# alsu_ctrl

$ cat src/rtl/alsu_ctrl_pkg.sv
// Shared definitions for the ALSU sequencer: command layout, opcodes, idle word and FSM states.
package alsu_ctrl_pkg;

  localparam int unsigned CMD_W = 16;

  localparam int unsigned A_LSB      = 13;
  localparam int unsigned A_W        = 3;
  localparam int unsigned B_LSB      = 10;
  localparam int unsigned B_W        = 3;
  localparam int unsigned OP_LSB     = 7;
  localparam int unsigned OP_W       = 3;
  localparam int unsigned CIN_BIT    = 6;
  localparam int unsigned SERIAL_BIT = 5;
  localparam int unsigned DIR_BIT    = 4;
  localparam int unsigned RED_A_BIT  = 3;
  localparam int unsigned RED_B_BIT  = 2;
  localparam int unsigned BYP_A_BIT  = 1;
  localparam int unsigned BYP_B_BIT  = 0;

  localparam logic [OP_W-1:0] OP_AND   = 3'd0;
  localparam logic [OP_W-1:0] OP_XOR   = 3'd1;
  localparam logic [OP_W-1:0] OP_ADD   = 3'd2;
  localparam logic [OP_W-1:0] OP_MUL   = 3'd3;
  localparam logic [OP_W-1:0] OP_SHIFT = 3'd4;
  localparam logic [OP_W-1:0] OP_ROT   = 3'd5;

  // AND of 0,0 with no bypass and no reduction: the ALSU settles to 0.
  localparam logic [CMD_W-1:0] IDLE_CMD = '0;

  typedef enum logic [1:0] {
    StIdle,
    StIssue,
    StWait,
    StResp
  } state_e;

  // Commands the ALSU would flag as invalid; bypass always yields a legal result.
  function automatic logic cmd_rejected(input logic [CMD_W-1:0] cmd);
    logic [OP_W-1:0] op;
    op = cmd[OP_LSB +: OP_W];
    if (cmd[BYP_A_BIT] || cmd[BYP_B_BIT]) return 1'b0;
    return (op > OP_ROT) || ((cmd[RED_A_BIT] || cmd[RED_B_BIT]) && (op > OP_XOR));
  endfunction

endpackage

$ cat src/rtl/alsu_ctrl_rr_arb.sv
// Combinational round-robin select: search starts one past the last granted requester.
module alsu_rr_arb #(
  parameter int unsigned NUM_REQ = 4
) (
  input  logic [NUM_REQ-1:0]         req_valid,
  input  logic [$clog2(NUM_REQ)-1:0] last_gnt,
  output logic [NUM_REQ-1:0]         gnt,
  output logic [$clog2(NUM_REQ)-1:0] gnt_id
);

  localparam int unsigned IdW = $clog2(NUM_REQ);

  always_comb begin
    logic           found;
    logic [IdW-1:0] idx;
    gnt    = '0;
    gnt_id = '0;
    found  = 1'b0;
    for (int unsigned k = 1; k <= NUM_REQ; k++) begin
      idx = IdW'((32'(last_gnt) + k) % NUM_REQ);
      if (!found && req_valid[idx]) begin
        found      = 1'b1;
        gnt[idx]   = 1'b1;
        gnt_id     = idx;
      end
    end
  end

endmodule

$ cat src/rtl/alsu_ctrl.sv
// Round-robin sequencer sharing one ALSU between NUM_REQ requesters.
// Define ALSU_CTRL_PRECHECK_EN to reject invalid commands before they reach the ALSU.
module alsu_ctrl
  import alsu_ctrl_pkg::*;
#(
  parameter int unsigned NUM_REQ  = 4,
  parameter int unsigned ALSU_LAT = 2
) (
  input  logic                       clk,
  input  logic                       rst,
  input  logic [NUM_REQ-1:0]         req_valid,
  input  logic [CMD_W*NUM_REQ-1:0]   req_cmd,
  output logic [NUM_REQ-1:0]         req_ready,
  output logic [CMD_W-1:0]           alsu_cmd,
  input  logic [5:0]                 alsu_out,
  output logic                       rsp_valid,
  output logic [$clog2(NUM_REQ)-1:0] rsp_id,
  output logic [5:0]                 rsp_data,
  output logic                       rsp_err
);

  localparam int unsigned IdW  = $clog2(NUM_REQ);
  localparam int unsigned CntW = (ALSU_LAT < 1) ? 1 : $clog2(ALSU_LAT + 1);

  state_e           state_q, state_d;
  logic [IdW-1:0]   gnt_id_q, gnt_id_d;
  logic [IdW-1:0]   last_gnt_q, last_gnt_d;
  logic [CntW-1:0]  cnt_q, cnt_d;
  logic [CMD_W-1:0] alsu_cmd_q, alsu_cmd_d;
  logic             rsp_valid_q, rsp_valid_d;
  logic [IdW-1:0]   rsp_id_q, rsp_id_d;
  logic [5:0]       rsp_data_q, rsp_data_d;
  logic             rsp_err_q, rsp_err_d;

  logic [NUM_REQ-1:0] arb_gnt;
  logic [IdW-1:0]     arb_id;
  logic               arb_any;
  logic [CMD_W-1:0]   cur_cmd;
  logic               reject;

  alsu_rr_arb #(
    .NUM_REQ (NUM_REQ)
  ) u_arb (
    .req_valid (req_valid),
    .last_gnt  (last_gnt_q),
    .gnt       (arb_gnt),
    .gnt_id    (arb_id)
  );

  assign arb_any = |arb_gnt;
  // Requesters hold their command stable until accepted, so the granted slot is safe to read.
  assign cur_cmd = req_cmd[CMD_W*gnt_id_q +: CMD_W];

`ifdef ALSU_CTRL_PRECHECK_EN
  assign reject = cmd_rejected(cur_cmd);
`else
  assign reject = 1'b0;
`endif

  always_comb begin
    state_d     = state_q;
    gnt_id_d    = gnt_id_q;
    last_gnt_d  = last_gnt_q;
    cnt_d       = cnt_q;
    alsu_cmd_d  = IDLE_CMD;
    rsp_valid_d = 1'b0;
    rsp_id_d    = rsp_id_q;
    rsp_data_d  = rsp_data_q;
    rsp_err_d   = 1'b0;
    req_ready   = '0;

    unique case (state_q)
      StIdle: begin
        if (arb_any) begin
          gnt_id_d = arb_id;
          state_d  = StIssue;
        end
      end
      StIssue: begin
        req_ready[gnt_id_q] = 1'b1;
        last_gnt_d          = gnt_id_q;
        if (reject) begin
          rsp_valid_d = 1'b1;
          rsp_id_d    = gnt_id_q;
          rsp_data_d  = '0;
          rsp_err_d   = 1'b1;
          state_d     = StResp;
        end else begin
          alsu_cmd_d = cur_cmd;
          cnt_d      = '0;
          state_d    = StWait;
        end
      end
      StWait: begin
        cnt_d = cnt_q + 1'b1;
        // alsu_out reflects the command ALSU_LAT cycles after it was presented.
        if (cnt_q == CntW'(ALSU_LAT)) begin
          rsp_valid_d = 1'b1;
          rsp_id_d    = gnt_id_q;
          rsp_data_d  = alsu_out;
          state_d     = StResp;
        end
      end
      StResp: begin
        if (arb_any) begin
          gnt_id_d = arb_id;
          state_d  = StIssue;
        end else begin
          state_d = StIdle;
        end
      end
      default: state_d = StIdle;
    endcase
  end

  always_ff @(posedge clk or negedge rst) begin
    if (!rst) begin
      state_q     <= StIdle;
      gnt_id_q    <= '0;
      last_gnt_q  <= IdW'(NUM_REQ - 1);
      cnt_q       <= '0;
      alsu_cmd_q  <= IDLE_CMD;
      rsp_valid_q <= 1'b0;
      rsp_id_q    <= '0;
      rsp_data_q  <= '0;
      rsp_err_q   <= 1'b0;
    end else begin
      state_q     <= state_d;
      gnt_id_q    <= gnt_id_d;
      last_gnt_q  <= last_gnt_d;
      cnt_q       <= cnt_d;
      alsu_cmd_q  <= alsu_cmd_d;
      rsp_valid_q <= rsp_valid_d;
      rsp_id_q    <= rsp_id_d;
      rsp_data_q  <= rsp_data_d;
      rsp_err_q   <= rsp_err_d;
    end
  end

  assign alsu_cmd  = alsu_cmd_q;
  assign rsp_valid = rsp_valid_q;
  assign rsp_id    = rsp_id_q;
  assign rsp_data  = rsp_data_q;
  assign rsp_err   = rsp_err_q;

endmodule
$ cat config.mk
export PLATFORM = sky130hd
export DESIGN_NAME = alsu_ctrl
export DESIGN_NICKNAME = d
export VERILOG_FILES = /design/src/rtl/alsu_ctrl_pkg.sv /design/src/rtl/alsu_ctrl_rr_arb.sv /design/src/rtl/alsu_ctrl.sv
export SDC_FILE = /design/constraint.sdc
export NUM_CORES = 1
export LEC_CHECK = 0
export ABC_AREA = 1
export CORE_UTILIZATION = 30
export CTS_CLUSTER_DIAMETER = 200
export DETAILED_ROUTE_END_ITERATION = 10
export DONT_BUFFER_PORTS = 1
export GPL_ROUTABILITY_DRIVEN = 0
export MAX_ROUTING_LAYER = met4
export PLACE_DENSITY_LB_ADDON = 0.15
export SYNTH_ARGS = -nofsm -noshare
export SYNTH_HDL_FRONTEND = slang
export SYNTH_HIERARCHICAL = 1
export SYNTH_SLANG_ARGS = --single-unit
export TNS_END_PERCENT = 10
$ cat constraint.sdc
create_clock -name clk -period 2.1 [get_ports clk]
set_clock_uncertainty 0.05 [all_clocks]
set_input_delay 0.42 -clock clk [delete_from_list [all_inputs] [get_ports clk]]
set_output_delay 0.42 -clock clk [all_outputs]
set_load 0.005 [all_outputs]
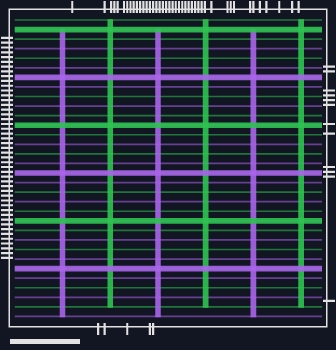
**Above:** alsu_ctrl (floorplan with the power grid).
Scale bar: 20 um. Pins as bars on the die edge.
purple -> VSS
green -> VDD
signal pins = 106
met1 rails = 32
rows = 31
met4 straps = 6
met5 straps = 6

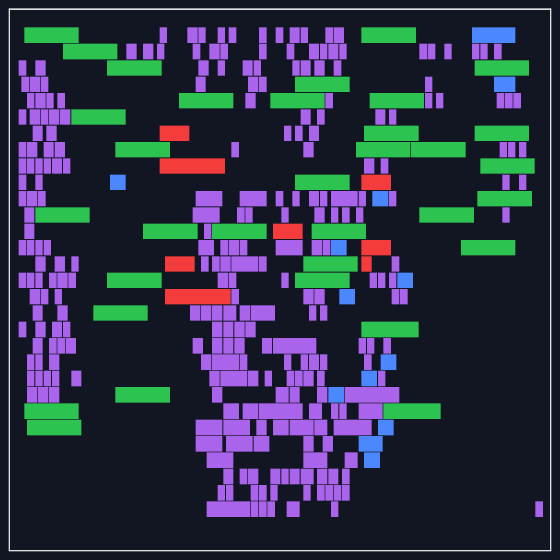
**Above:** alsu_ctrl (cell classes on the final placement).
green -> sequential cells  # cells 33, share of their area 34%
red -> clock drivers and dummy loads  # cells 8, share of their area 5.4%
blue -> remaining buffers and delay cells  # cells 13, share of their area 4.7%
purple -> combinational and other logic  # cells 269, share of their area 56%
Post-Route Utilization: 35.1%
site row count: 31

==> results.sh <==
# source this file to load flow results
export IMPL_cts_clk_pin_slew_worst_paths_ns=0.08
export IMPL_clkLatencyLatePin_ns=0.28
export IMPL_grt_antenna_before_repair=0
export IMPL_outcome="finished, final reports clean"
export IMPL_syn_mean_instance_area_um2=7.33
export IMPL_syn_area_um2=2320
export IMPL_die_width_um=89.9
export IMPL_grt_use_total_pct=14.7
export IMPL_critical_path_cell_chain="inv_8 -> ha_4 -> nand3_4 -> nand2_8 -> nor2_4 -> a21oi_1 -> nand3_1 -> nor2_1 -> nand2_1 -> nand2_1 -> nor2_1 -> a21oi_1"
export IMPL_critical_path_reg2reg_startpoint="last_gnt_q[0]"
export IMPL_avgRoutedWirePerCell_um=13.6
export IMPL_max_clock_freq_mhz=479
export IMPL_dpl_worst_slack_ns=0.00954
export IMPL_yosys_stat_chipArea_um2=2320
export IMPL_reg2reg_depth=12
export IMPL_finish_instance_area_um2=2590
export IMPL_cts_inserted_buffers=5
export IMPL_layout_drive_gt1_share_pct=13.3
export IMPL_power_switching_mw=2.17
export IMPL_critical_path_required_ns=2.26
export IMPL_power_share_sequential_pct=25.7
export IMPL_pg_clk_mw=0.718
export IMPL_met2_wire_len_um=2820
final cells by class:
class                      count  area [um^2]  share of cell area [%]
multi-input combinational    249         1300                    50.2
clock buffer                   5         68.8                    2.66
clock inverter                 3         65.1                    2.52
inverter                      20         85.1                    3.29
sequential                    33          828                    32.0
tap                           99          124                    4.79
timing repair buffer          13          116                    4.50
per-layer routing:
layer | GRT usage (%) | up-vias
met5 | - | -
met2 | 24.3 | 73
met4 | 3.23 | 0
li1 | - | 1030
met1 | 18.3 | 892
met3 | 3.47 | 3
synth_stat cells, drive strengths merged:
cell,count
a21boi,4
a21oi,23
buf,13
clkbuf,1
clkinv,1
conb,1
dfrtp,31
dfstp,2
ha,14
inv,19
nand2,61
nand3,26
nor2,79
nor3,1
o211ai,1
o21ai,39
registers in the layout, summed over array words and instances, names as in the netlist:
signal      count
alsu_cmd       16
cnt_q           2
gnt_id_q        2
last_gnt_q      2
rsp_data        6
rsp_id          2
rsp_valid       1
state_q         2
stage by stage:
step | TNS [ns] | hold slack [ns]
after floorplan | 0 | 0.0744
after detailed placement | 0 | 0.0750
after global routing | -0.522 | 0.185
after global placement | 0 | 0.0750
final | 0 | 0.190
after CTS | -0.0157 | 0.182

# conv_row_sched_flat

--- config.mk ---
export PLATFORM = sky130hd
export DESIGN_NAME = conv_row_sched_flat
export DESIGN_NICKNAME = d
export VERILOG_FILES = /design/src/rtl/pe_ctrl_pkg.sv /design/src/rtl/conv_row_sched_if.sv /design/src/rtl/conv_row_sched_px_window.sv /design/src/rtl/conv_row_sched.sv /design/src/flat_wrapper.sv
export SDC_FILE = /design/constraint.sdc
export NUM_CORES = 1
export LEC_CHECK = 0
export CORE_ASPECT_RATIO = 1.4
export CORE_MARGIN = 3
export CORE_UTILIZATION = 49
export CTS_CLUSTER_SIZE = 8
export DETAILED_ROUTE_END_ITERATION = 16
export GPL_ROUTABILITY_DRIVEN = 0
export PLACE_DENSITY = 0.95
export SYNTH_ARGS = -nofsm -noshare
export SYNTH_HDL_FRONTEND = slang
export SYNTH_SLANG_ARGS = --single-unit
--- constraint.sdc ---
create_clock -name clk -period 4.05 [get_ports clk]
set_input_delay 0.6075 -clock clk [delete_from_list [all_inputs] [get_ports clk]]
set_output_delay 0.6075 -clock clk [all_outputs]
set_load 0.01 [all_outputs]
--- src/rtl/pe_ctrl_pkg.sv ---
// rtl/pe_ctrl_pkg.sv - shared widths, PE latency and FSM state type for conv_row_sched
package pe_ctrl_pkg;
    localparam int DATA_W = 8;
    localparam int PSUM_W = 20;
    localparam int PE_LAT = 2;

    typedef enum logic [1:0] {
        IDLE,
        LOADW,
        STREAM,
        DRAIN
    } state_t;
endpackage

--- src/rtl/conv_row_sched_if.sv ---
// rtl/conv_row_sched_if.sv - weight/pixel/result streams and PE column buses of conv_row_sched
interface conv_row_sched_if #(
    parameter int NUM_PE = 3,
    parameter int LEN_W  = 7
);
    logic                                    w_valid;
    logic                                    w_ready;
    logic [pe_ctrl_pkg::DATA_W-1:0]          w_data;
    logic [LEN_W-1:0]                        cfg_len;
    logic                                    start;
    logic                                    busy;
    logic                                    done;
    logic                                    err;
    logic                                    px_valid;
    logic                                    px_ready;
    logic [pe_ctrl_pkg::DATA_W-1:0]          px_data;
    logic [NUM_PE*pe_ctrl_pkg::DATA_W-1:0]   pe_ifmap;
    logic [NUM_PE*pe_ctrl_pkg::DATA_W-1:0]   pe_filter;
    logic [pe_ctrl_pkg::PSUM_W-1:0]          pe_psum_in;
    logic [pe_ctrl_pkg::PSUM_W-1:0]          pe_psum_out;
    logic                                    out_valid;
    logic [pe_ctrl_pkg::PSUM_W-1:0]          out_data;
    logic                                    out_last;

    modport slave (
        input  w_valid, w_data, cfg_len, start, px_valid, px_data, pe_psum_out,
        output w_ready, busy, done, err, px_ready, pe_ifmap, pe_filter, pe_psum_in,
               out_valid, out_data, out_last
    );

    modport master (
        output w_valid, w_data, cfg_len, start, px_valid, px_data, pe_psum_out,
        input  w_ready, busy, done, err, px_ready, pe_ifmap, pe_filter, pe_psum_in,
               out_valid, out_data, out_last
    );
endinterface

--- src/rtl/conv_row_sched_px_window.sv ---
// rtl/conv_row_sched_px_window.sv - sliding pixel window, oldest pixel at slice 0
module px_window #(
    parameter int NUM_PE = 3,
    parameter int DATA_W = 8
) (
    input  logic                     clk,
    input  logic                     rst,
    input  logic                     clr_i,
    input  logic                     shift_i,
    input  logic [DATA_W-1:0]        din_i,
    output logic [NUM_PE*DATA_W-1:0] dout_o
);
    logic [DATA_W-1:0] win_q [NUM_PE];

    always_ff @(posedge clk) begin
        if (rst || clr_i) begin
            for (int i = 0; i < NUM_PE; i++) begin
                win_q[i] <= '0;
            end
        end else if (shift_i) begin
            for (int i = 0; i < NUM_PE - 1; i++) begin
                win_q[i] <= win_q[i+1];
            end
            win_q[NUM_PE-1] <= din_i;
        end
    end

    always_comb begin
        dout_o = '0;
        for (int i = 0; i < NUM_PE; i++) begin
            dout_o[i*DATA_W +: DATA_W] = win_q[i];
        end
    end
endmodule

--- src/rtl/conv_row_sched.sv ---
// rtl/conv_row_sched.sv - tap loading, pixel windowing and PE latency tracking for one conv row
module conv_row_sched
    import pe_ctrl_pkg::*;
#(
    parameter int NUM_PE = 3,
    parameter int MAX_W  = 64,
    parameter int LEN_W  = 7
) (
    input  logic              clk,
    input  logic              rst,
    conv_row_sched_if.slave   bus
);
    localparam int              IDX_W    = (NUM_PE > 1) ? $clog2(NUM_PE) : 1;
    localparam logic [LEN_W:0]  NPE_C    = (LEN_W+1)'(NUM_PE);
    localparam logic [LEN_W:0]  MAXW_C   = (LEN_W+1)'(MAX_W);
    localparam logic [LEN_W:0]  ONE_C    = (LEN_W+1)'(1);
    localparam logic [IDX_W-1:0] LAST_IDX = IDX_W'(NUM_PE - 1);

    state_t              state_q, state_d;
    logic [IDX_W-1:0]    tap_idx_q, tap_idx_d;
    logic                loaded_q, loaded_d;
    logic [LEN_W-1:0]    len_q, len_d;
    logic [LEN_W-1:0]    acc_cnt_q, acc_cnt_d;
    logic                err_q, err_d;
    logic                done_q, done_d;
    logic                fire_q, last_q;
    logic [PE_LAT-1:0]   vline_q, lline_q;
    logic                out_valid_q, out_last_q;
    logic [PSUM_W-1:0]   out_data_q;
    logic [DATA_W-1:0]   taps_q [NUM_PE];

    logic                tap_we;
    logic [IDX_W-1:0]    tap_waddr;
    logic                win_clr;
    logic                fire, fire_last;
    logic                px_accept;
    logic                len_ok;
    logic [LEN_W:0]      acc_next;
    logic [NUM_PE*DATA_W-1:0] win_flat;
    logic [NUM_PE*DATA_W-1:0] filt_flat;

    assign px_accept = bus.px_valid && (state_q == STREAM);
    assign len_ok    = ({1'b0, bus.cfg_len} >= NPE_C) && ({1'b0, bus.cfg_len} <= MAXW_C);
    assign acc_next  = {1'b0, acc_cnt_q} + ONE_C;

    // A weight word in IDLE always wins over a simultaneous start.
    always_comb begin
        state_d   = state_q;
        tap_idx_d = tap_idx_q;
        loaded_d  = loaded_q;
        len_d     = len_q;
        acc_cnt_d = acc_cnt_q;
        tap_we    = 1'b0;
        tap_waddr = tap_idx_q;
        err_d     = 1'b0;
        done_d    = 1'b0;
        win_clr   = 1'b0;
        fire      = 1'b0;
        fire_last = 1'b0;
        case (state_q)
            IDLE: begin
                if (bus.w_valid) begin
                    tap_we    = 1'b1;
                    tap_waddr = '0;
                    if (NUM_PE == 1) begin
                        loaded_d = 1'b1;
                    end else begin
                        loaded_d  = 1'b0;
                        tap_idx_d = IDX_W'(1);
                        state_d   = LOADW;
                    end
                end else if (bus.start && loaded_q) begin
                    if (len_ok) begin
                        len_d     = bus.cfg_len;
                        acc_cnt_d = '0;
                        win_clr   = 1'b1;
                        state_d   = STREAM;
                    end else begin
                        err_d = 1'b1;
                    end
                end
            end
            LOADW: begin
                if (bus.w_valid) begin
                    tap_we = 1'b1;
                    if (tap_idx_q == LAST_IDX) begin
                        loaded_d  = 1'b1;
                        tap_idx_d = '0;
                        state_d   = IDLE;
                    end else begin
                        tap_idx_d = tap_idx_q + IDX_W'(1);
                    end
                end
            end
            STREAM: begin
                if (px_accept) begin
                    acc_cnt_d = acc_next[LEN_W-1:0];
                    fire      = (acc_next >= NPE_C);
                    if (acc_next == {1'b0, len_q}) begin
                        fire_last = 1'b1;
                        state_d   = DRAIN;
                    end
                end
            end
            DRAIN: begin
                if (out_last_q) begin
                    done_d  = 1'b1;
                    state_d = IDLE;
                end
            end
            default: state_d = IDLE;
        endcase
    end

    always_ff @(posedge clk) begin
        if (rst) begin
            state_q     <= IDLE;
            tap_idx_q   <= '0;
            loaded_q    <= 1'b0;
            len_q       <= '0;
            acc_cnt_q   <= '0;
            err_q       <= 1'b0;
            done_q      <= 1'b0;
            fire_q      <= 1'b0;
            last_q      <= 1'b0;
            vline_q     <= '0;
            lline_q     <= '0;
            out_valid_q <= 1'b0;
            out_last_q  <= 1'b0;
            out_data_q  <= '0;
        end else begin
            state_q     <= state_d;
            tap_idx_q   <= tap_idx_d;
            loaded_q    <= loaded_d;
            len_q       <= len_d;
            acc_cnt_q   <= acc_cnt_d;
            err_q       <= err_d;
            done_q      <= done_d;
            fire_q      <= fire;
            last_q      <= fire_last;
            // Valid/last ride alongside the PE register stages.
            vline_q     <= (vline_q << 1) | PE_LAT'(fire_q);
            lline_q     <= (lline_q << 1) | PE_LAT'(last_q);
            out_valid_q <= vline_q[PE_LAT-1];
            out_last_q  <= lline_q[PE_LAT-1];
            if (vline_q[PE_LAT-1]) begin
                out_data_q <= bus.pe_psum_out;
            end
        end
    end

    always_ff @(posedge clk) begin
        for (int i = 0; i < NUM_PE; i++) begin
            if (rst) begin
                taps_q[i] <= '0;
            end else if (tap_we && (tap_waddr == IDX_W'(i))) begin
                taps_q[i] <= bus.w_data;
            end
        end
    end

    always_comb begin
        filt_flat = '0;
        for (int i = 0; i < NUM_PE; i++) begin
            filt_flat[i*DATA_W +: DATA_W] = taps_q[i];
        end
    end

    px_window #(
        .NUM_PE (NUM_PE),
        .DATA_W (DATA_W)
    ) u_window (
        .clk     (clk),
        .rst     (rst),
        .clr_i   (win_clr),
        .shift_i (px_accept),
        .din_i   (bus.px_data),
        .dout_o  (win_flat)
    );

    assign bus.w_ready    = (state_q == IDLE) || (state_q == LOADW);
    assign bus.px_ready   = (state_q == STREAM);
    assign bus.busy       = (state_q == STREAM) || (state_q == DRAIN);
    assign bus.done       = done_q;
    assign bus.err        = err_q;
    assign bus.pe_ifmap   = fire_q ? win_flat : '0;
    assign bus.pe_filter  = filt_flat;
    assign bus.pe_psum_in = '0;
    assign bus.out_valid  = out_valid_q;
    assign bus.out_data   = out_data_q;
    assign bus.out_last   = out_last_q;
endmodule

--- src/flat_wrapper.sv ---
// flat-port wrapper written by rule: the top's interface ports become plain ports
module conv_row_sched_flat import pe_ctrl_pkg::*;
#(
    parameter int NUM_PE = 3,
    parameter int MAX_W  = 64,
    parameter int LEN_W  = 7
)
  (clk, rst, bus_w_valid, bus_w_data, bus_cfg_len, bus_start, bus_px_valid, bus_px_data, bus_pe_psum_out, bus_w_ready, bus_busy, bus_done, bus_err, bus_px_ready, bus_pe_ifmap, bus_pe_filter, bus_pe_psum_in, bus_out_valid, bus_out_data, bus_out_last);
  conv_row_sched_if #(.NUM_PE(NUM_PE), .LEN_W(LEN_W)) bus_i ();
  input  logic clk;
  input  logic rst;
  input wire logic [$bits(bus_i.w_valid)-1:0] bus_w_valid;
  input wire logic [$bits(bus_i.w_data)-1:0] bus_w_data;
  input wire logic [$bits(bus_i.cfg_len)-1:0] bus_cfg_len;
  input wire logic [$bits(bus_i.start)-1:0] bus_start;
  input wire logic [$bits(bus_i.px_valid)-1:0] bus_px_valid;
  input wire logic [$bits(bus_i.px_data)-1:0] bus_px_data;
  input wire logic [$bits(bus_i.pe_psum_out)-1:0] bus_pe_psum_out;
  output wire logic [$bits(bus_i.w_ready)-1:0] bus_w_ready;
  output wire logic [$bits(bus_i.busy)-1:0] bus_busy;
  output wire logic [$bits(bus_i.done)-1:0] bus_done;
  output wire logic [$bits(bus_i.err)-1:0] bus_err;
  output wire logic [$bits(bus_i.px_ready)-1:0] bus_px_ready;
  output wire logic [$bits(bus_i.pe_ifmap)-1:0] bus_pe_ifmap;
  output wire logic [$bits(bus_i.pe_filter)-1:0] bus_pe_filter;
  output wire logic [$bits(bus_i.pe_psum_in)-1:0] bus_pe_psum_in;
  output wire logic [$bits(bus_i.out_valid)-1:0] bus_out_valid;
  output wire logic [$bits(bus_i.out_data)-1:0] bus_out_data;
  output wire logic [$bits(bus_i.out_last)-1:0] bus_out_last;
  assign bus_i.w_valid = bus_w_valid;
  assign bus_i.w_data = bus_w_data;
  assign bus_i.cfg_len = bus_cfg_len;
  assign bus_i.start = bus_start;
  assign bus_i.px_valid = bus_px_valid;
  assign bus_i.px_data = bus_px_data;
  assign bus_i.pe_psum_out = bus_pe_psum_out;
  assign bus_w_ready = bus_i.w_ready;
  assign bus_busy = bus_i.busy;
  assign bus_done = bus_i.done;
  assign bus_err = bus_i.err;
  assign bus_px_ready = bus_i.px_ready;
  assign bus_pe_ifmap = bus_i.pe_ifmap;
  assign bus_pe_filter = bus_i.pe_filter;
  assign bus_pe_psum_in = bus_i.pe_psum_in;
  assign bus_out_valid = bus_i.out_valid;
  assign bus_out_data = bus_i.out_data;
  assign bus_out_last = bus_i.out_last;
  conv_row_sched #(.NUM_PE(NUM_PE), .MAX_W(MAX_W), .LEN_W(LEN_W)) u_core (.clk(clk), .rst(rst), .bus(bus_i));
endmodule
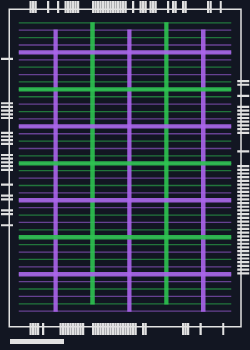
**Above:** conv_row_sched_flat (floorplan with the power grid).
Scale bar: 20 um. Pins as bars on the die edge.
purple -> VSS
green -> VDD
met1 rails = 40
met4 straps = 5
met5 straps = 7
signal pins = 143
rows = 39

==> results.sh <==
# source this file to load flow results
export IMPL_synth_simple_area_share_pct=21.8
export IMPL_yosys_stat_seqShare_pct=57.0
export IMPL_peak_vdd_ir_v=0.000293
export IMPL_drtAntennaViolNets=0
export IMPL_power_per_cell_area_nw_per_um2=358
export IMPL_timing_worst_setup_path_type="in2reg"
export IMPL_die_area_um2=9850
export IMPL_fillerInstances=621
export IMPL_worstHoldEndpoint="u_core.vline_q[1]"
export IMPL_synth_yosys_num_cells=381
export IMPL_tritoncts_clock_tree="yes"
export IMPL_outcome="finished, final reports clean"
export IMPL_first_pass_grt_wire_length_um=14700
export IMPL_yosys_cell_count_top_type="and2_1"
export IMPL_count_of_cell_types_in_the_netlist=50
export IMPL_cts_max_path_buffers=2
export IMPL_cts_inserted_buffers=9
export IMPL_die_height_um=116
export IMPL_avgRoutedWirePerCell_um=14.9
export IMPL_cts_max_level=3
export IMPL_xor_share_pct=1.65
export IMPL_antennaDiodeCount=0
export IMPL_commonest_cells_post_synth="72 x and2_1, 49 x dfxtp_1, 48 x edfxtp_1"
export IMPL_crit_path_end_kind="flop"
cell type report:
| type | count | share of cell area (%) |
|---|---|---|
| Tap cell | 102 | 2.22 |
| Inverter | 6 | 0.392 |
| Timing Repair Buffer | 123 | 21.3 |
| Sequential cell | 97 | 42.2 |
| Clock buffer | 12 | 4.12 |
| Multi-Input combinational cell | 256 | 28.6 |
| Clock inverter | 4 | 1.20 |
critical path, stage by stage:
cell,delay [ns]
clkdlybuf4s50_1,0.46
nor4_4,0.33
and3_2,0.26
o21ai_4,0.12
nand2_4,0.15
or2_1,0.77
metrics by stage:
stage / std cells / cell area, um^2 / hold WS [ns] / power (mW) / worst slack, ns
floorplan: 400 / 4320 / 0.414 / 1.14 / 1.71
global placement: 584 / 5440 / 0.418 / 1.21 / 0.992
detailed placement: 584 / 5440 / 0.437 / 1.21 / 0.933
CTS: 600 / 5740 / 0.453 / 2.08 / 1.29
global route: 600 / 5740 / 0.463 / 2.14 / 1.18
finish: 600 / 5740 / 0.446 / 2.06 / 1.29
report_power, final:
part,leakage [nW],internal [mW],total [mW],switching (mW)
combinational,1.09,0.0696,0.129,0.0595
clock,0.148,0.538,0.865,0.327
sequential,0.896,1.05,1.06,0.00967

# lsu_mem_if

<file path="config.mk">
export PLATFORM = sky130hd
export DESIGN_NAME = lsu_mem_if
export DESIGN_NICKNAME = d
export VERILOG_FILES = /design/src/rtl/lsu_mem_if.sv
export SDC_FILE = /design/constraint.sdc
export NUM_CORES = 1
export LEC_CHECK = 0
export CAP_MARGIN = 10
export CORE_ASPECT_RATIO = 2
export CORE_MARGIN = 8
export CORE_UTILIZATION = 36
export CTS_BUF_LIST = sky130_fd_sc_hd__clkbuf_8 sky130_fd_sc_hd__clkbuf_16
export DETAILED_ROUTE_END_ITERATION = 16
export GPL_TIMING_DRIVEN = 0
export PLACE_DENSITY = 0.82
export RECOVER_POWER = 100
export SYNTH_ARGS = -nofsm -noshare
export SYNTH_HDL_FRONTEND = slang
export SYNTH_SLANG_ARGS = --single-unit
</file>
<file path="constraint.sdc">
create_clock -name clock -period 2.1 [get_ports clock]
set_input_delay 0.42 -clock clock [delete_from_list [all_inputs] [get_ports clock]]
set_output_delay 0.42 -clock clock [all_outputs]
set_load 0.01 [all_outputs]
</file>
<file path="src/rtl/lsu_mem_if.sv">
// RV32I load/store unit front end: formats CPU requests onto a single-cycle-read
// word RAM port. Define LSU_MISALIGN_TRAP_EN to fault misaligned H/HU/W accesses.
module lsu_mem_if #(
  parameter int WORD_ADDR_W = 30
) (
  input  logic        clock,
  input  logic        reset,
  input  logic        req_valid,
  output logic        req_ready,
  input  logic        req_we,
  input  logic [2:0]  req_funct3,
  input  logic [31:0] req_addr,
  input  logic [31:0] req_wdata,
  output logic        resp_valid,
  input  logic        resp_ready,
  output logic [31:0] resp_rdata,
  output logic        resp_fault,
  output logic [31:0] mem_address,
  output logic [3:0]  mem_byteena,
  output logic [31:0] mem_data,
  output logic        mem_wren,
  input  logic [31:0] mem_q
);

  typedef enum logic [1:0] {IDLE, LOAD_WAIT, RESP} state_t;

  state_t      state_q;
  logic [1:0]  off_q;
  logic [2:0]  f3_q;
  logic [31:0] rdata_q;
  logic        fault_q;

  logic        accept, illegal_f3, misalign, fault_req, issue;
  logic [1:0]  off, eff_off;
  logic [3:0]  be_base;
  logic [31:0] wd_sz, ld_sh, rdata_ld_d;

  assign req_ready = (state_q == IDLE) && !reset;
  assign accept    = req_valid && req_ready;
  assign off       = req_addr[1:0];

  assign illegal_f3 = (req_funct3 == 3'b011) || (req_funct3[2:1] == 2'b11) ||
                      (req_we && req_funct3[2]);

  // Aligned accesses see eff_off == off, so one lane offset serves both builds.
  always_comb begin
    eff_off = off;
    if (req_funct3[1:0] == 2'b01) eff_off = {off[1], 1'b0};
    else if (req_funct3[1])       eff_off = 2'b00;
  end

`ifdef LSU_MISALIGN_TRAP_EN
  assign misalign = ((req_funct3[1:0] == 2'b01) && off[0]) ||
                    ((req_funct3[1:0] == 2'b10) && (off != 2'b00));
`else
  assign misalign = 1'b0;
`endif

  assign fault_req = illegal_f3 || misalign;
  assign issue     = accept && !fault_req;

  always_comb begin
    case (req_funct3[1:0])
      2'b00:   begin be_base = 4'b0001; wd_sz = {24'b0, req_wdata[7:0]};  end
      2'b01:   begin be_base = 4'b0011; wd_sz = {16'b0, req_wdata[15:0]}; end
      default: begin be_base = 4'b1111; wd_sz = req_wdata;                end
    endcase
  end

  assign mem_address = issue ? {{(32-WORD_ADDR_W){1'b0}}, req_addr[WORD_ADDR_W+1:2]} : 32'b0;
  assign mem_byteena = issue ? (be_base << eff_off) : 4'b0;
  assign mem_data    = (issue && req_we) ? (wd_sz << {eff_off, 3'b000}) : 32'b0;
  assign mem_wren    = issue && req_we;

  // RAM returns the selected lanes in place; bring them down to bit 0 and extend.
  assign ld_sh = mem_q >> {off_q, 3'b000};
  always_comb begin
    case (f3_q)
      3'b000:  rdata_ld_d = {{24{ld_sh[7]}}, ld_sh[7:0]};
      3'b100:  rdata_ld_d = {24'b0, ld_sh[7:0]};
      3'b001:  rdata_ld_d = {{16{ld_sh[15]}}, ld_sh[15:0]};
      3'b101:  rdata_ld_d = {16'b0, ld_sh[15:0]};
      default: rdata_ld_d = ld_sh;
    endcase
  end

  always_ff @(posedge clock) begin
    if (reset) begin
      state_q <= IDLE;
      off_q   <= 2'b0;
      f3_q    <= 3'b0;
      rdata_q <= 32'b0;
      fault_q <= 1'b0;
    end else begin
      case (state_q)
        IDLE: if (accept) begin
          rdata_q <= 32'b0;
          fault_q <= fault_req;
          if (fault_req || req_we) begin
            state_q <= RESP;
          end else begin
            state_q <= LOAD_WAIT;
            off_q   <= eff_off;
            f3_q    <= req_funct3;
          end
        end
        LOAD_WAIT: begin
          rdata_q <= rdata_ld_d;
          fault_q <= 1'b0;
          state_q <= RESP;
        end
        RESP: if (resp_ready) begin
          rdata_q <= 32'b0;
          fault_q <= 1'b0;
          state_q <= IDLE;
        end
        default: state_q <= IDLE;
      endcase
    end
  end

  assign resp_valid = (state_q == RESP) && !reset;
  assign resp_rdata = reset ? 32'b0 : rdata_q;
  assign resp_fault = fault_q && !reset;

endmodule

</file>
==> results.sh <==
# source this file to load flow results
export IMPL_layout_drive_gt1_share_pct=34.6
export IMPL_power_largest_group="combinational logic"
export IMPL_worst_slack_ns=-0.127
export IMPL_use_met3_pct=9.65
export IMPL_count_of_cell_types_in_the_netlist=47
export IMPL_post_synth_inst_count=392
export IMPL_buffer_area_share_pct=40.4
export IMPL_dpl_hpwl_um=12400
export IMPL_avgRoutedWirePerCell_um=22.1
export IMPL_flow_area_growth_from_synthesis_pct=96.2
export IMPL_outcome="finished, violations left"
export IMPL_final_signal_buffer_count=258
export IMPL_postCtsSetupBuffers=12
export IMPL_failed_checks="negative setup slack"
export IMPL_timing_worst_setup_path_type="reg2out"
export IMPL_log_warning_count=31
export IMPL_setup_violations=55
export IMPL_tritoncts_clock_tree="yes"
export IMPL_max_clock_freq_mhz=449
export IMPL_p_total_mw=2.57
export IMPL_cts_inserted_buffers=5
export IMPL_finalCritPeriodShare_pct=106
export IMPL_nets=735
export IMPL_grt_overflow_total=0
export IMPL_placed_cells_incl_taps=695
state kept, by name (all words and copies together) (netlist names):
register  count
rdata_q      32
state_q       2
off_q         2
fault_q       1
f3_q          3
logic make-up after synthesis:
logic type / after synthesis / synth area share [%]
AOI/OAI and AO/OA: 88 / 20.8
xor gates and xnor gates: 1 / 0.291
other: 1 / 0.124
adders and majority gates: 4 / 1.66
buffers and inverters: 37 / 5.65
muxes: 29 / 10.4
and+or+nand+nor: 192 / 34.5
DFF: 40 / 26.6
synthesized netlist by cell type (2+ instances only):
library cell	n	area [um^2]
a21oi_1	6	30.0
a221oi_1	8	70.1
a22o_1	7	61.3
a22oi_1	16	120
a311o_1	8	80.1
and2_1	52	325
and3b_1	2	17.5
buf_1	5	18.8
buf_2	6	30.0
buf_4	2	15.0
buf_6	2	22.5
clkbuf_1	15	56.3
dfxtp_1	40	801
ha_1	4	50.1
inv_1	6	22.5
mux2_2	8	90.1
mux2i_1	20	200
nand2_1	31	116
nand2b_1	4	25.0
nor2_1	40	150
nor2b_1	46	288
nor3_1	5	25.0
o21a_1	2	15.0
o21ai_0	26	130
o21ai_1	2	10.0
o311ai_0	8	70.1
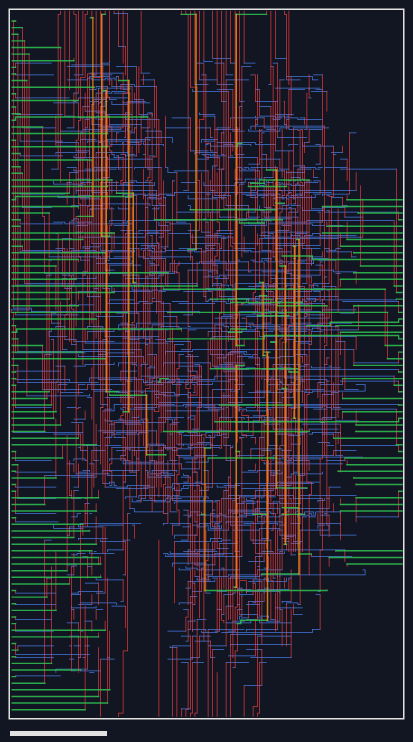
**Above:** lsu_mem_if (signal wires by layer).
Scale bar: 20 um.
blue -> metal 1  # wire length 5130 um
orange -> metal 4  # wire length 734 um
red -> metal 2  # wire length 8180 um
green -> metal 3  # wire length 2000 um

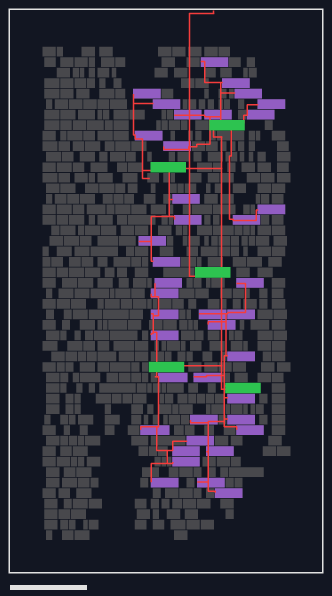
**Above:** lsu_mem_if (clock wires, drivers and flops).
Scale bar: 20 um.
red -> clock wires  # length 580 um
purple -> flip-flops  # count 40
green -> clock drivers  # count 5
routed clock nets = 6
clock skew after layout: 0.00652 ns
part of the total power dissipated in the clock network: 29.6%
clock-net power: 0.762 mW
Skew-Pair Late Insertion Delay: 0.29 ns


# exc_ctrl

**exc_ctrl: floorplan with the power grid**

Scale bar: 20 um. Pins as bars on the die edge.
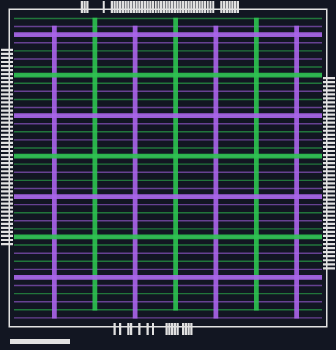
**exc_ctrl: cell classes on the final placement**

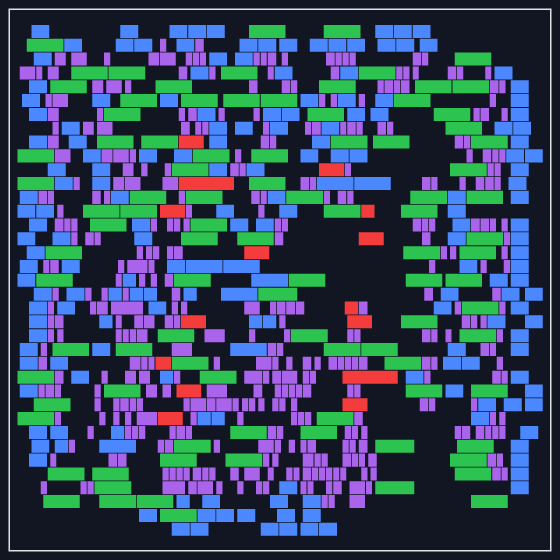
**exc_ctrl: clock wires, drivers and flops**

Scale bar: 20 um.
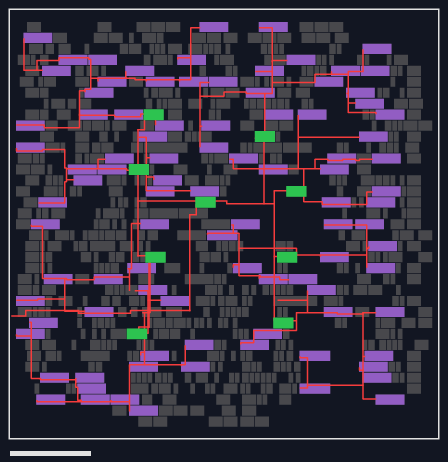
<file path="config.mk">
export PLATFORM = sky130hd
export DESIGN_NAME = exc_ctrl
export DESIGN_NICKNAME = d
export VERILOG_FILES = /design/src/rtl/exc_ctrl.sv
export SDC_FILE = /design/constraint.sdc
export NUM_CORES = 1
export LEC_CHECK = 0
export ABC_AREA = 1
export CAP_MARGIN = 20
export CORE_UTILIZATION = 35
export DETAILED_ROUTE_END_ITERATION = 10
export PLACE_DENSITY = 0.65
export SLEW_MARGIN = 20
export SYNTH_ARGS = -nofsm -noshare
export SYNTH_HDL_FRONTEND = slang
export SYNTH_SLANG_ARGS = --single-unit
</file>
<file path="constraint.sdc">
create_clock -name clk -period 1.85 [get_ports clk]
set_input_delay 0.4625 -clock clk [delete_from_list [all_inputs] [get_ports clk]]
set_output_delay 0.4625 -clock clk [all_outputs]
set_load 0.005 [all_outputs]
</file>
<file path="src/rtl/exc_ctrl.sv">
// Exception/interrupt controller: synchronises the external IRQ, arbitrates it against
// decoder faults, saves the link address and cause, and sequences entry, return and double-fault.
module exc_ctrl #(
    parameter logic [63:0] VECTOR = 64'h0000_0000_0000_00D8,
    parameter int unsigned CNT_W  = 16
) (
    input  logic             clk,
    input  logic             reset,
    input  logic             ExtIRQ,
    input  logic             Exc,
    input  logic             ERet,
    input  logic [3:0]       EStatus,
    input  logic [63:0]      PC,
    output logic             EProc,
    output logic             ERetSel,
    output logic             IRQAck,
    output logic [63:0]      ELR,
    output logic [3:0]       ESR,
    output logic             IntMask,
    output logic             DFault,
    output logic [CNT_W-1:0] ExcCount
);

    localparam logic [2:0] RUN     = 3'd0;
    localparam logic [2:0] ENTRY   = 3'd1;
    localparam logic [2:0] HANDLER = 3'd2;
    localparam logic [2:0] RETURN  = 3'd3;
    localparam logic [2:0] FAULT   = 3'd4;

    localparam logic [3:0] CAUSE_IRQ = 4'b0001;

    // The handler vector is consumed by the next-PC mux; it must stay word aligned.
    if (VECTOR[1:0] != 2'b00) begin : g_vector_check
        $error("exc_ctrl: VECTOR must be word aligned");
    end

    logic [2:0]       state_q, state_d;
    logic             sync1_q, sync2_q;
    logic [63:0]      elr_q, elr_d;
    logic [3:0]       esr_q, esr_d;
    logic             mask_q, mask_d;
    logic [CNT_W-1:0] cnt_q, cnt_d;
    logic             eproc_q, eproc_d;
    logic             eretsel_q, eretsel_d;
    logic             ack_q, ack_d;
    logic             dfault_q, dfault_d;
    logic             sync_exc;
    logic             irq_req;

    // The decoder's own IRQ cause is not a fault; real IRQs only come through the synchroniser.
    assign sync_exc = Exc & (EStatus != CAUSE_IRQ);
    assign irq_req  = sync2_q & ~mask_q;

    always_comb begin
        state_d = state_q;
        elr_d   = elr_q;
        esr_d   = esr_q;
        mask_d  = mask_q;
        cnt_d   = cnt_q;
        case (state_q)
            RUN: begin
                if (sync_exc || irq_req) begin
                    state_d = ENTRY;
                    elr_d   = PC;
                    esr_d   = sync_exc ? EStatus : CAUSE_IRQ;
                    mask_d  = 1'b1;
                    cnt_d   = (&cnt_q) ? cnt_q : cnt_q + CNT_W'(1);
                end
            end
            ENTRY:   state_d = HANDLER;
            HANDLER: begin
                if (ERet) begin
                    state_d = RETURN;
                end else if (sync_exc) begin
                    state_d = FAULT;
                end
            end
            RETURN: begin
                state_d = RUN;
                mask_d  = 1'b0;
            end
            FAULT:   state_d = FAULT;
            default: state_d = RUN;
        endcase
        // Moore outputs are decoded from the next state so they register alongside it.
        eproc_d   = (state_d == ENTRY);
        ack_d     = (state_d == ENTRY) && (esr_d == CAUSE_IRQ);
        eretsel_d = (state_d == RETURN);
        dfault_d  = (state_d == FAULT);
    end

    always_ff @(posedge clk) begin
        if (!reset) begin
            state_q   <= RUN;
            sync1_q   <= 1'b0;
            sync2_q   <= 1'b0;
            elr_q     <= '0;
            esr_q     <= '0;
            mask_q    <= 1'b0;
            cnt_q     <= '0;
            eproc_q   <= 1'b0;
            eretsel_q <= 1'b0;
            ack_q     <= 1'b0;
            dfault_q  <= 1'b0;
        end else begin
            state_q   <= state_d;
            sync1_q   <= ExtIRQ;
            sync2_q   <= sync1_q;
            elr_q     <= elr_d;
            esr_q     <= esr_d;
            mask_q    <= mask_d;
            cnt_q     <= cnt_d;
            eproc_q   <= eproc_d;
            eretsel_q <= eretsel_d;
            ack_q     <= ack_d;
            dfault_q  <= dfault_d;
        end
    end

    assign EProc    = eproc_q;
    assign ERetSel  = eretsel_q;
    assign IRQAck   = ack_q;
    assign ELR      = elr_q;
    assign ESR      = esr_q;
    assign IntMask  = mask_q;
    assign DFault   = dfault_q;
    assign ExcCount = cnt_q;

endmodule

</file>
==> results.sh <==
# source this file to load flow results
export IMPL_fillerInstances=970
export IMPL_placement_cell_area_um2=5680
export IMPL_fin_tns_setup_ns=0
export IMPL_rsz0062_at_grt="false"
export IMPL_die_width_um=106
export IMPL_initial_util_pct=36.5
export IMPL_layout_drive_gt1_share_pct=10.9
export IMPL_worst_hold_slack_after_final_layout_ns=0.419
export IMPL_outcome="finished, final reports clean"
export IMPL_power_per_cell_area_nw_per_um2=822
export IMPL_ys_sh_mux_pct=0
export IMPL_comb_cell_power_mw=1.09
export IMPL_crit_arrival_ns=1.33
export IMPL_combGateArea_um2=1670
export IMPL_remaining_drc_errors=0
export IMPL_drtAntennaViolNets=0
export IMPL_timing_worst_setup_path_type="reg2out"
export IMPL_xor_share_pct=2.07
export IMPL_count_of_cell_types_in_the_netlist=28
Notes on 'floorplan with the power grid' of exc_ctrl above:
green -> VDD
purple -> VSS
met1 rails = 38
met4 straps = 7
met5 straps = 7

Notes on 'cell classes on the final placement' of exc_ctrl above:
red -> clock drivers and dummy loads  # cells 15, share of their area 3.9%
green -> sequential cells  # cells 94, share of their area 33%
purple -> combinational and other logic  # cells 380, share of their area 30%
blue -> remaining buffers and delay cells  # cells 183, share of their area 33%
Post-Route Utilization: 56.7%
site row count: 37
Std-Cell Core Area: 10400 um^2

Notes on 'clock wires, drivers and flops' of exc_ctrl above:
red -> clock wires  # length 1120 um
purple -> flip-flops  # count 94
green -> clock drivers  # count 9
flops lie = widely spread
routed clock nets = 10

-- state kept, by name, summed over array words and instances (netlist names) --
register / cells
ESR: 4
ELR: 64
DFault: 1
ERetSel: 1
IRQAck: 1
IntMask: 1
sync2_q: 1
ExcCount: 16
state_q: 3
EProc: 1
sync1_q: 1
-- placed cells by master (no fill, tap or decap), drive strengths merged --
cell type,count
nor4,1
bufinv,2
inv,21
nor3,4
clkinv,1
clkdlybuf4s50,161
nand3,9
a31oi,1
clkbuf,10
ha,1
xor2,3
o21ai,6
nor2,33
xnor2,6
nand4,2
clkinvlp,2
nand2,211
dfxtp,94
buf,22
a21oi,82
-- what timing repair did --
action / CTS / global route
resized: 0 / 3
endpoints found under the setup margin: 0 / 3
hold buffers: 0 / 0
-- worst reg2reg max path: cells and delay by family, from the launching register on --
family	cells	cell delay, ns
AND-OR/OR-AND	2	0.30
AND/OR/NAND/NOR	3	0.28
adder cells (fa/ha/maj)	1	0.19
flip-flops	1	0.39
buffers and inverters	3	0.38
-- per-layer routing --
metal	routed length [um]	track usage, %
met1	4370	23.0
met4	146	6.25
met5	0	0
met3	819	5.09
met2	4920	30.6

# axi_rd_arbiter

--- config.mk ---
export PLATFORM = sky130hd
export DESIGN_NAME = axi_rd_arbiter
export DESIGN_NICKNAME = d
export VERILOG_FILES = /design/src/rtl/axi_rd_arbiter.sv
export SDC_FILE = /design/constraint.sdc
export NUM_CORES = 1
export LEC_CHECK = 0
export ABC_AREA = 1
export CORE_ASPECT_RATIO = 2
export CORE_MARGIN = 1.5
export CORE_UTILIZATION = 55
export CTS_CLUSTER_SIZE = 12
export DETAILED_ROUTE_END_ITERATION = 10
export HOLD_SLACK_MARGIN = 0.12
export MAX_ROUTING_LAYER = met4
export PLACE_DENSITY = 0.8
export SLEW_MARGIN = 25
export SYNTH_ARGS = -nofsm -noshare
export SYNTH_HDL_FRONTEND = slang
export SYNTH_SLANG_ARGS = --single-unit
--- constraint.sdc ---
create_clock -name ACLK -period 2.7 [get_ports ACLK]
set_input_delay 0.81 -clock ACLK [delete_from_list [all_inputs] [get_ports ACLK]]
set_output_delay 0.81 -clock ACLK [all_outputs]
set_load 0.05 [all_outputs]
--- src/rtl/axi_rd_arbiter.sv ---
// Two-master AXI read arbiter: round-robin grant of the AR/R mux pointer, one transaction
// in flight, and a watchdog that aborts a stalled R phase. TIMEOUT must be at least 2.
`ifndef AXI_POINTER_BITS
`define AXI_POINTER_BITS 1
`endif

module axi_rd_arbiter #(
    parameter int unsigned TIMEOUT = 1024,
    parameter int unsigned CNT_W   = $clog2(TIMEOUT + 1)
) (
    input  logic                         ACLK,
    input  logic                         ARESETn,
    input  logic                         m0_arvalid,
    input  logic                         m1_arvalid,
    input  logic                         s_arready,
    input  logic                         s_rvalid,
    input  logic                         s_rready,
    input  logic                         s_rlast,
    output logic [`AXI_POINTER_BITS-1:0] sel,
    output logic                         ar_en,
    output logic                         r_en,
    output logic                         busy,
    output logic                         timeout_err,
    output logic [7:0]                   beat_cnt
);

    localparam int unsigned PTR_W = `AXI_POINTER_BITS;
    localparam logic [PTR_W-1:0] SEL0 = PTR_W'(0);
    localparam logic [PTR_W-1:0] SEL1 = PTR_W'(1);

    typedef enum logic [1:0] {
        StIdle,
        StAddr,
        StData
    } state_e;

    state_e           state;
    logic [PTR_W-1:0] last_grant;
    logic [CNT_W-1:0] wdog;

    logic [PTR_W-1:0] winner;
    logic             gnt_arvalid;
    logic             r_hs;
    logic [CNT_W-1:0] wdog_inc;
    logic             wdog_expire;

    // On a tie the master that did not complete the previous AR wins.
    always_comb begin
        winner = SEL1;
        if (m0_arvalid && m1_arvalid) begin
            winner = (last_grant == SEL0) ? SEL1 : SEL0;
        end else if (m0_arvalid) begin
            winner = SEL0;
        end
    end

    assign gnt_arvalid = (sel == SEL0) ? m0_arvalid : m1_arvalid;
    assign r_hs        = s_rvalid & s_rready;
    assign wdog_inc    = wdog + CNT_W'(1);
    assign wdog_expire = (wdog_inc == CNT_W'(TIMEOUT));

    always_ff @(posedge ACLK or negedge ARESETn) begin
        if (!ARESETn) begin
            state       <= StIdle;
            sel         <= SEL0;
            ar_en       <= 1'b0;
            r_en        <= 1'b0;
            busy        <= 1'b0;
            timeout_err <= 1'b0;
            beat_cnt    <= 8'd0;
            wdog        <= '0;
            last_grant  <= SEL1;
        end else begin
            timeout_err <= 1'b0;
            unique case (state)
                StIdle: begin
                    if (m0_arvalid || m1_arvalid) begin
                        state <= StAddr;
                        sel   <= winner;
                        ar_en <= 1'b1;
                        busy  <= 1'b1;
                    end
                end
                StAddr: begin
                    // Grant is held even if the granted master withdraws its request.
                    if (gnt_arvalid && s_arready) begin
                        state      <= StData;
                        last_grant <= sel;
                        ar_en      <= 1'b0;
                        r_en       <= 1'b1;
                        beat_cnt   <= 8'd0;
                        wdog       <= '0;
                    end
                end
                StData: begin
                    // A beat on the expiry cycle wins over the abort.
                    if (r_hs) begin
                        wdog <= '0;
                        if (beat_cnt != 8'hFF) begin
                            beat_cnt <= beat_cnt + 8'd1;
                        end
                        if (s_rlast) begin
                            state <= StIdle;
                            r_en  <= 1'b0;
                            busy  <= 1'b0;
                        end
                    end else if (wdog_expire) begin
                        state       <= StIdle;
                        r_en        <= 1'b0;
                        busy        <= 1'b0;
                        wdog        <= '0;
                        timeout_err <= 1'b1;
                    end else begin
                        wdog <= wdog_inc;
                    end
                end
                default: begin
                    state <= StIdle;
                    ar_en <= 1'b0;
                    r_en  <= 1'b0;
                    busy  <= 1'b0;
                end
            endcase
        end
    end

`ifndef SYNTHESIS
    ar_r_exclusive: assert property (@(posedge ACLK) disable iff (!ARESETn) !(ar_en && r_en));
    busy_tracks_state: assert property (@(posedge ACLK) disable iff (!ARESETn)
        busy == (state != StIdle));
`endif

endmodule
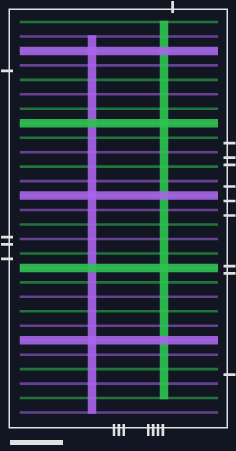
**Above:** axi_rd_arbiter (floorplan with the power grid).
Scale bar: 10 um. Pins as bars on the die edge.
purple -> VSS
green -> VDD
rows = 27
met4 straps = 2
met1 rails = 28
signal pins = 21
met5 straps = 5
vertical die size: 78.4 um
Peak VDD IR: 0.000535 V
Die Width: 40.7 um

==> results.sh <==
# source this file to load flow results
export IMPL_placed_cells_incl_taps=250
export IMPL_p_comb_share_pct=44.1
export IMPL_synth_async_reset_ratio_pct=100
export IMPL_flip_flops_with_a_built_in_enable=0
export IMPL_fin_tns_setup_ns=0
export IMPL_design_portCount=21
export IMPL_syn_mean_instance_area_um2=7.82
export IMPL_placement_rows=27
export IMPL_power_switching_mw=0.638
export IMPL_flow_area_growth_from_synthesis_pct=18.6
export IMPL_layout_area_top_class="logic gates"
export IMPL_cap_viol_max_count=0
export IMPL_crit_cells=1
export IMPL_power_per_cell_area_nw_per_um2=762
export IMPL_antennaDiodeCount=0
export IMPL_met2_wire_len_um=2150
export IMPL_outcome="finished, final reports clean"
export IMPL_port_buffers=20
export IMPL_tightestPinTransition_ns=0.509
export IMPL_worst_hold_path_num_cells=2
export IMPL_syn_area_um2=1560
export IMPL_yosys_cell_count_top_type="nand2_1"
export IMPL_ys_sh_mux_pct=0
export IMPL_finalCoreUtilization_pct=67.8
export IMPL_drt_pass1_iterations=4
export IMPL_ff_latch_area_um2=677
export IMPL_largest_driver_fanout_on_the_critical_path=5
export IMPL_routed_via_density=5.66
export IMPL_cell_internal_pwr_mw=0.774
export IMPL_tritoncts_clock_tree="yes"
==> registers in the layout (all words and copies together) (netlist names) <==
signal,cells
wdog,11
beat_cnt,8
state,2
ar_en,1
busy,1
last_grant,1
r_en,1
sel,1
timeout_err,1
==> final timing paths <==
check / from / end / slack (ns)
hold / removal: last_grant / last_grant / 0.50
min in group asynchronous: ARESETn / sel / 0.90
setup / recovery: beat_cnt[5] / beat_cnt[5] / 0.34
hold reg to reg: last_grant / last_grant / 0.50
max in group asynchronous: ARESETn / last_grant / 1.51
setup reg to reg: wdog[0] / r_en / 0.84
==> cell usage in the layout (no fill, tap or decap) <==
cell type        count
xnor2_1              2
clkbuf_8             3
inv_2                6
nand3_2              2
xor2_1               2
dfstp_2              1
nor4_1               2
inv_6                2
a21oi_1              1
ha_1                 2
o22ai_1              1
nor2_2               3
nand3_1             16
clkdlybuf4s50_1     20
buf_4                2
dfrtp_1             26
or2_1                1
nor2_1              17
o21ai_2              5
nand4_1              2
nand2_2              2
nor2_8               2
inv_1               24
o21ai_0             10
o31ai_1              1
nand2_1             55
nor2_4               2
o41ai_1              1
nor3_1               7
nand3b_1             1
o32ai_1              4


==> screenshots <==
Cell classes on the final placement.
Plate I
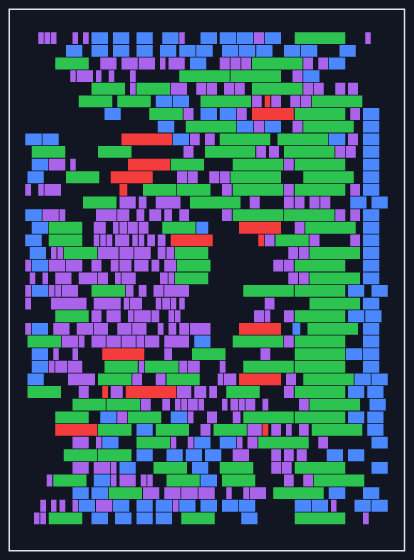
Plate II
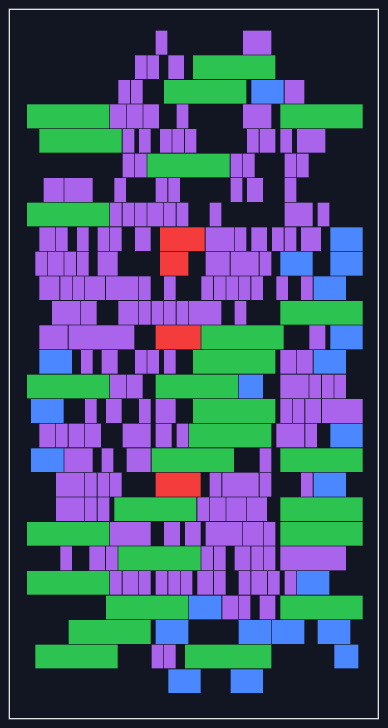
Plate III
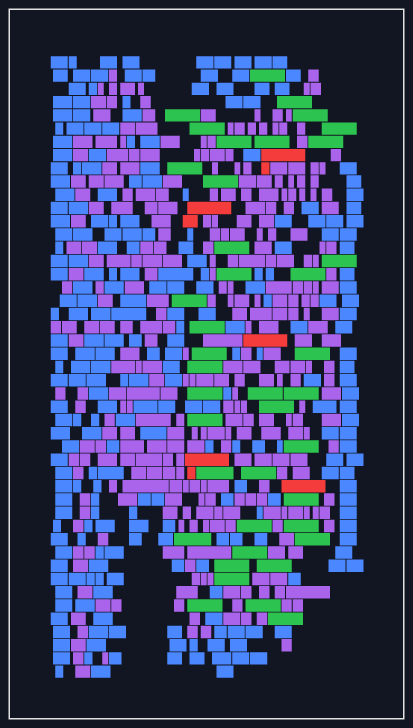
For axi_rd_arbiter, see Plate II.
For lsu_mem_if, see Plate III.
For conv_row_sched_flat, see Plate I.
The one with the most sequential cells is Plate I.

Key to Plate III:
green -> sequential cells  # cells 40, share of their area 14%
blue -> remaining buffers and delay cells  # cells 258, share of their area 41%
purple -> combinational and other logic  # cells 322, share of their area 42%
red -> clock drivers and dummy loads  # cells 8, share of their area 2.5%

No activity file was given, so power comes from the tool's default toggle rates.
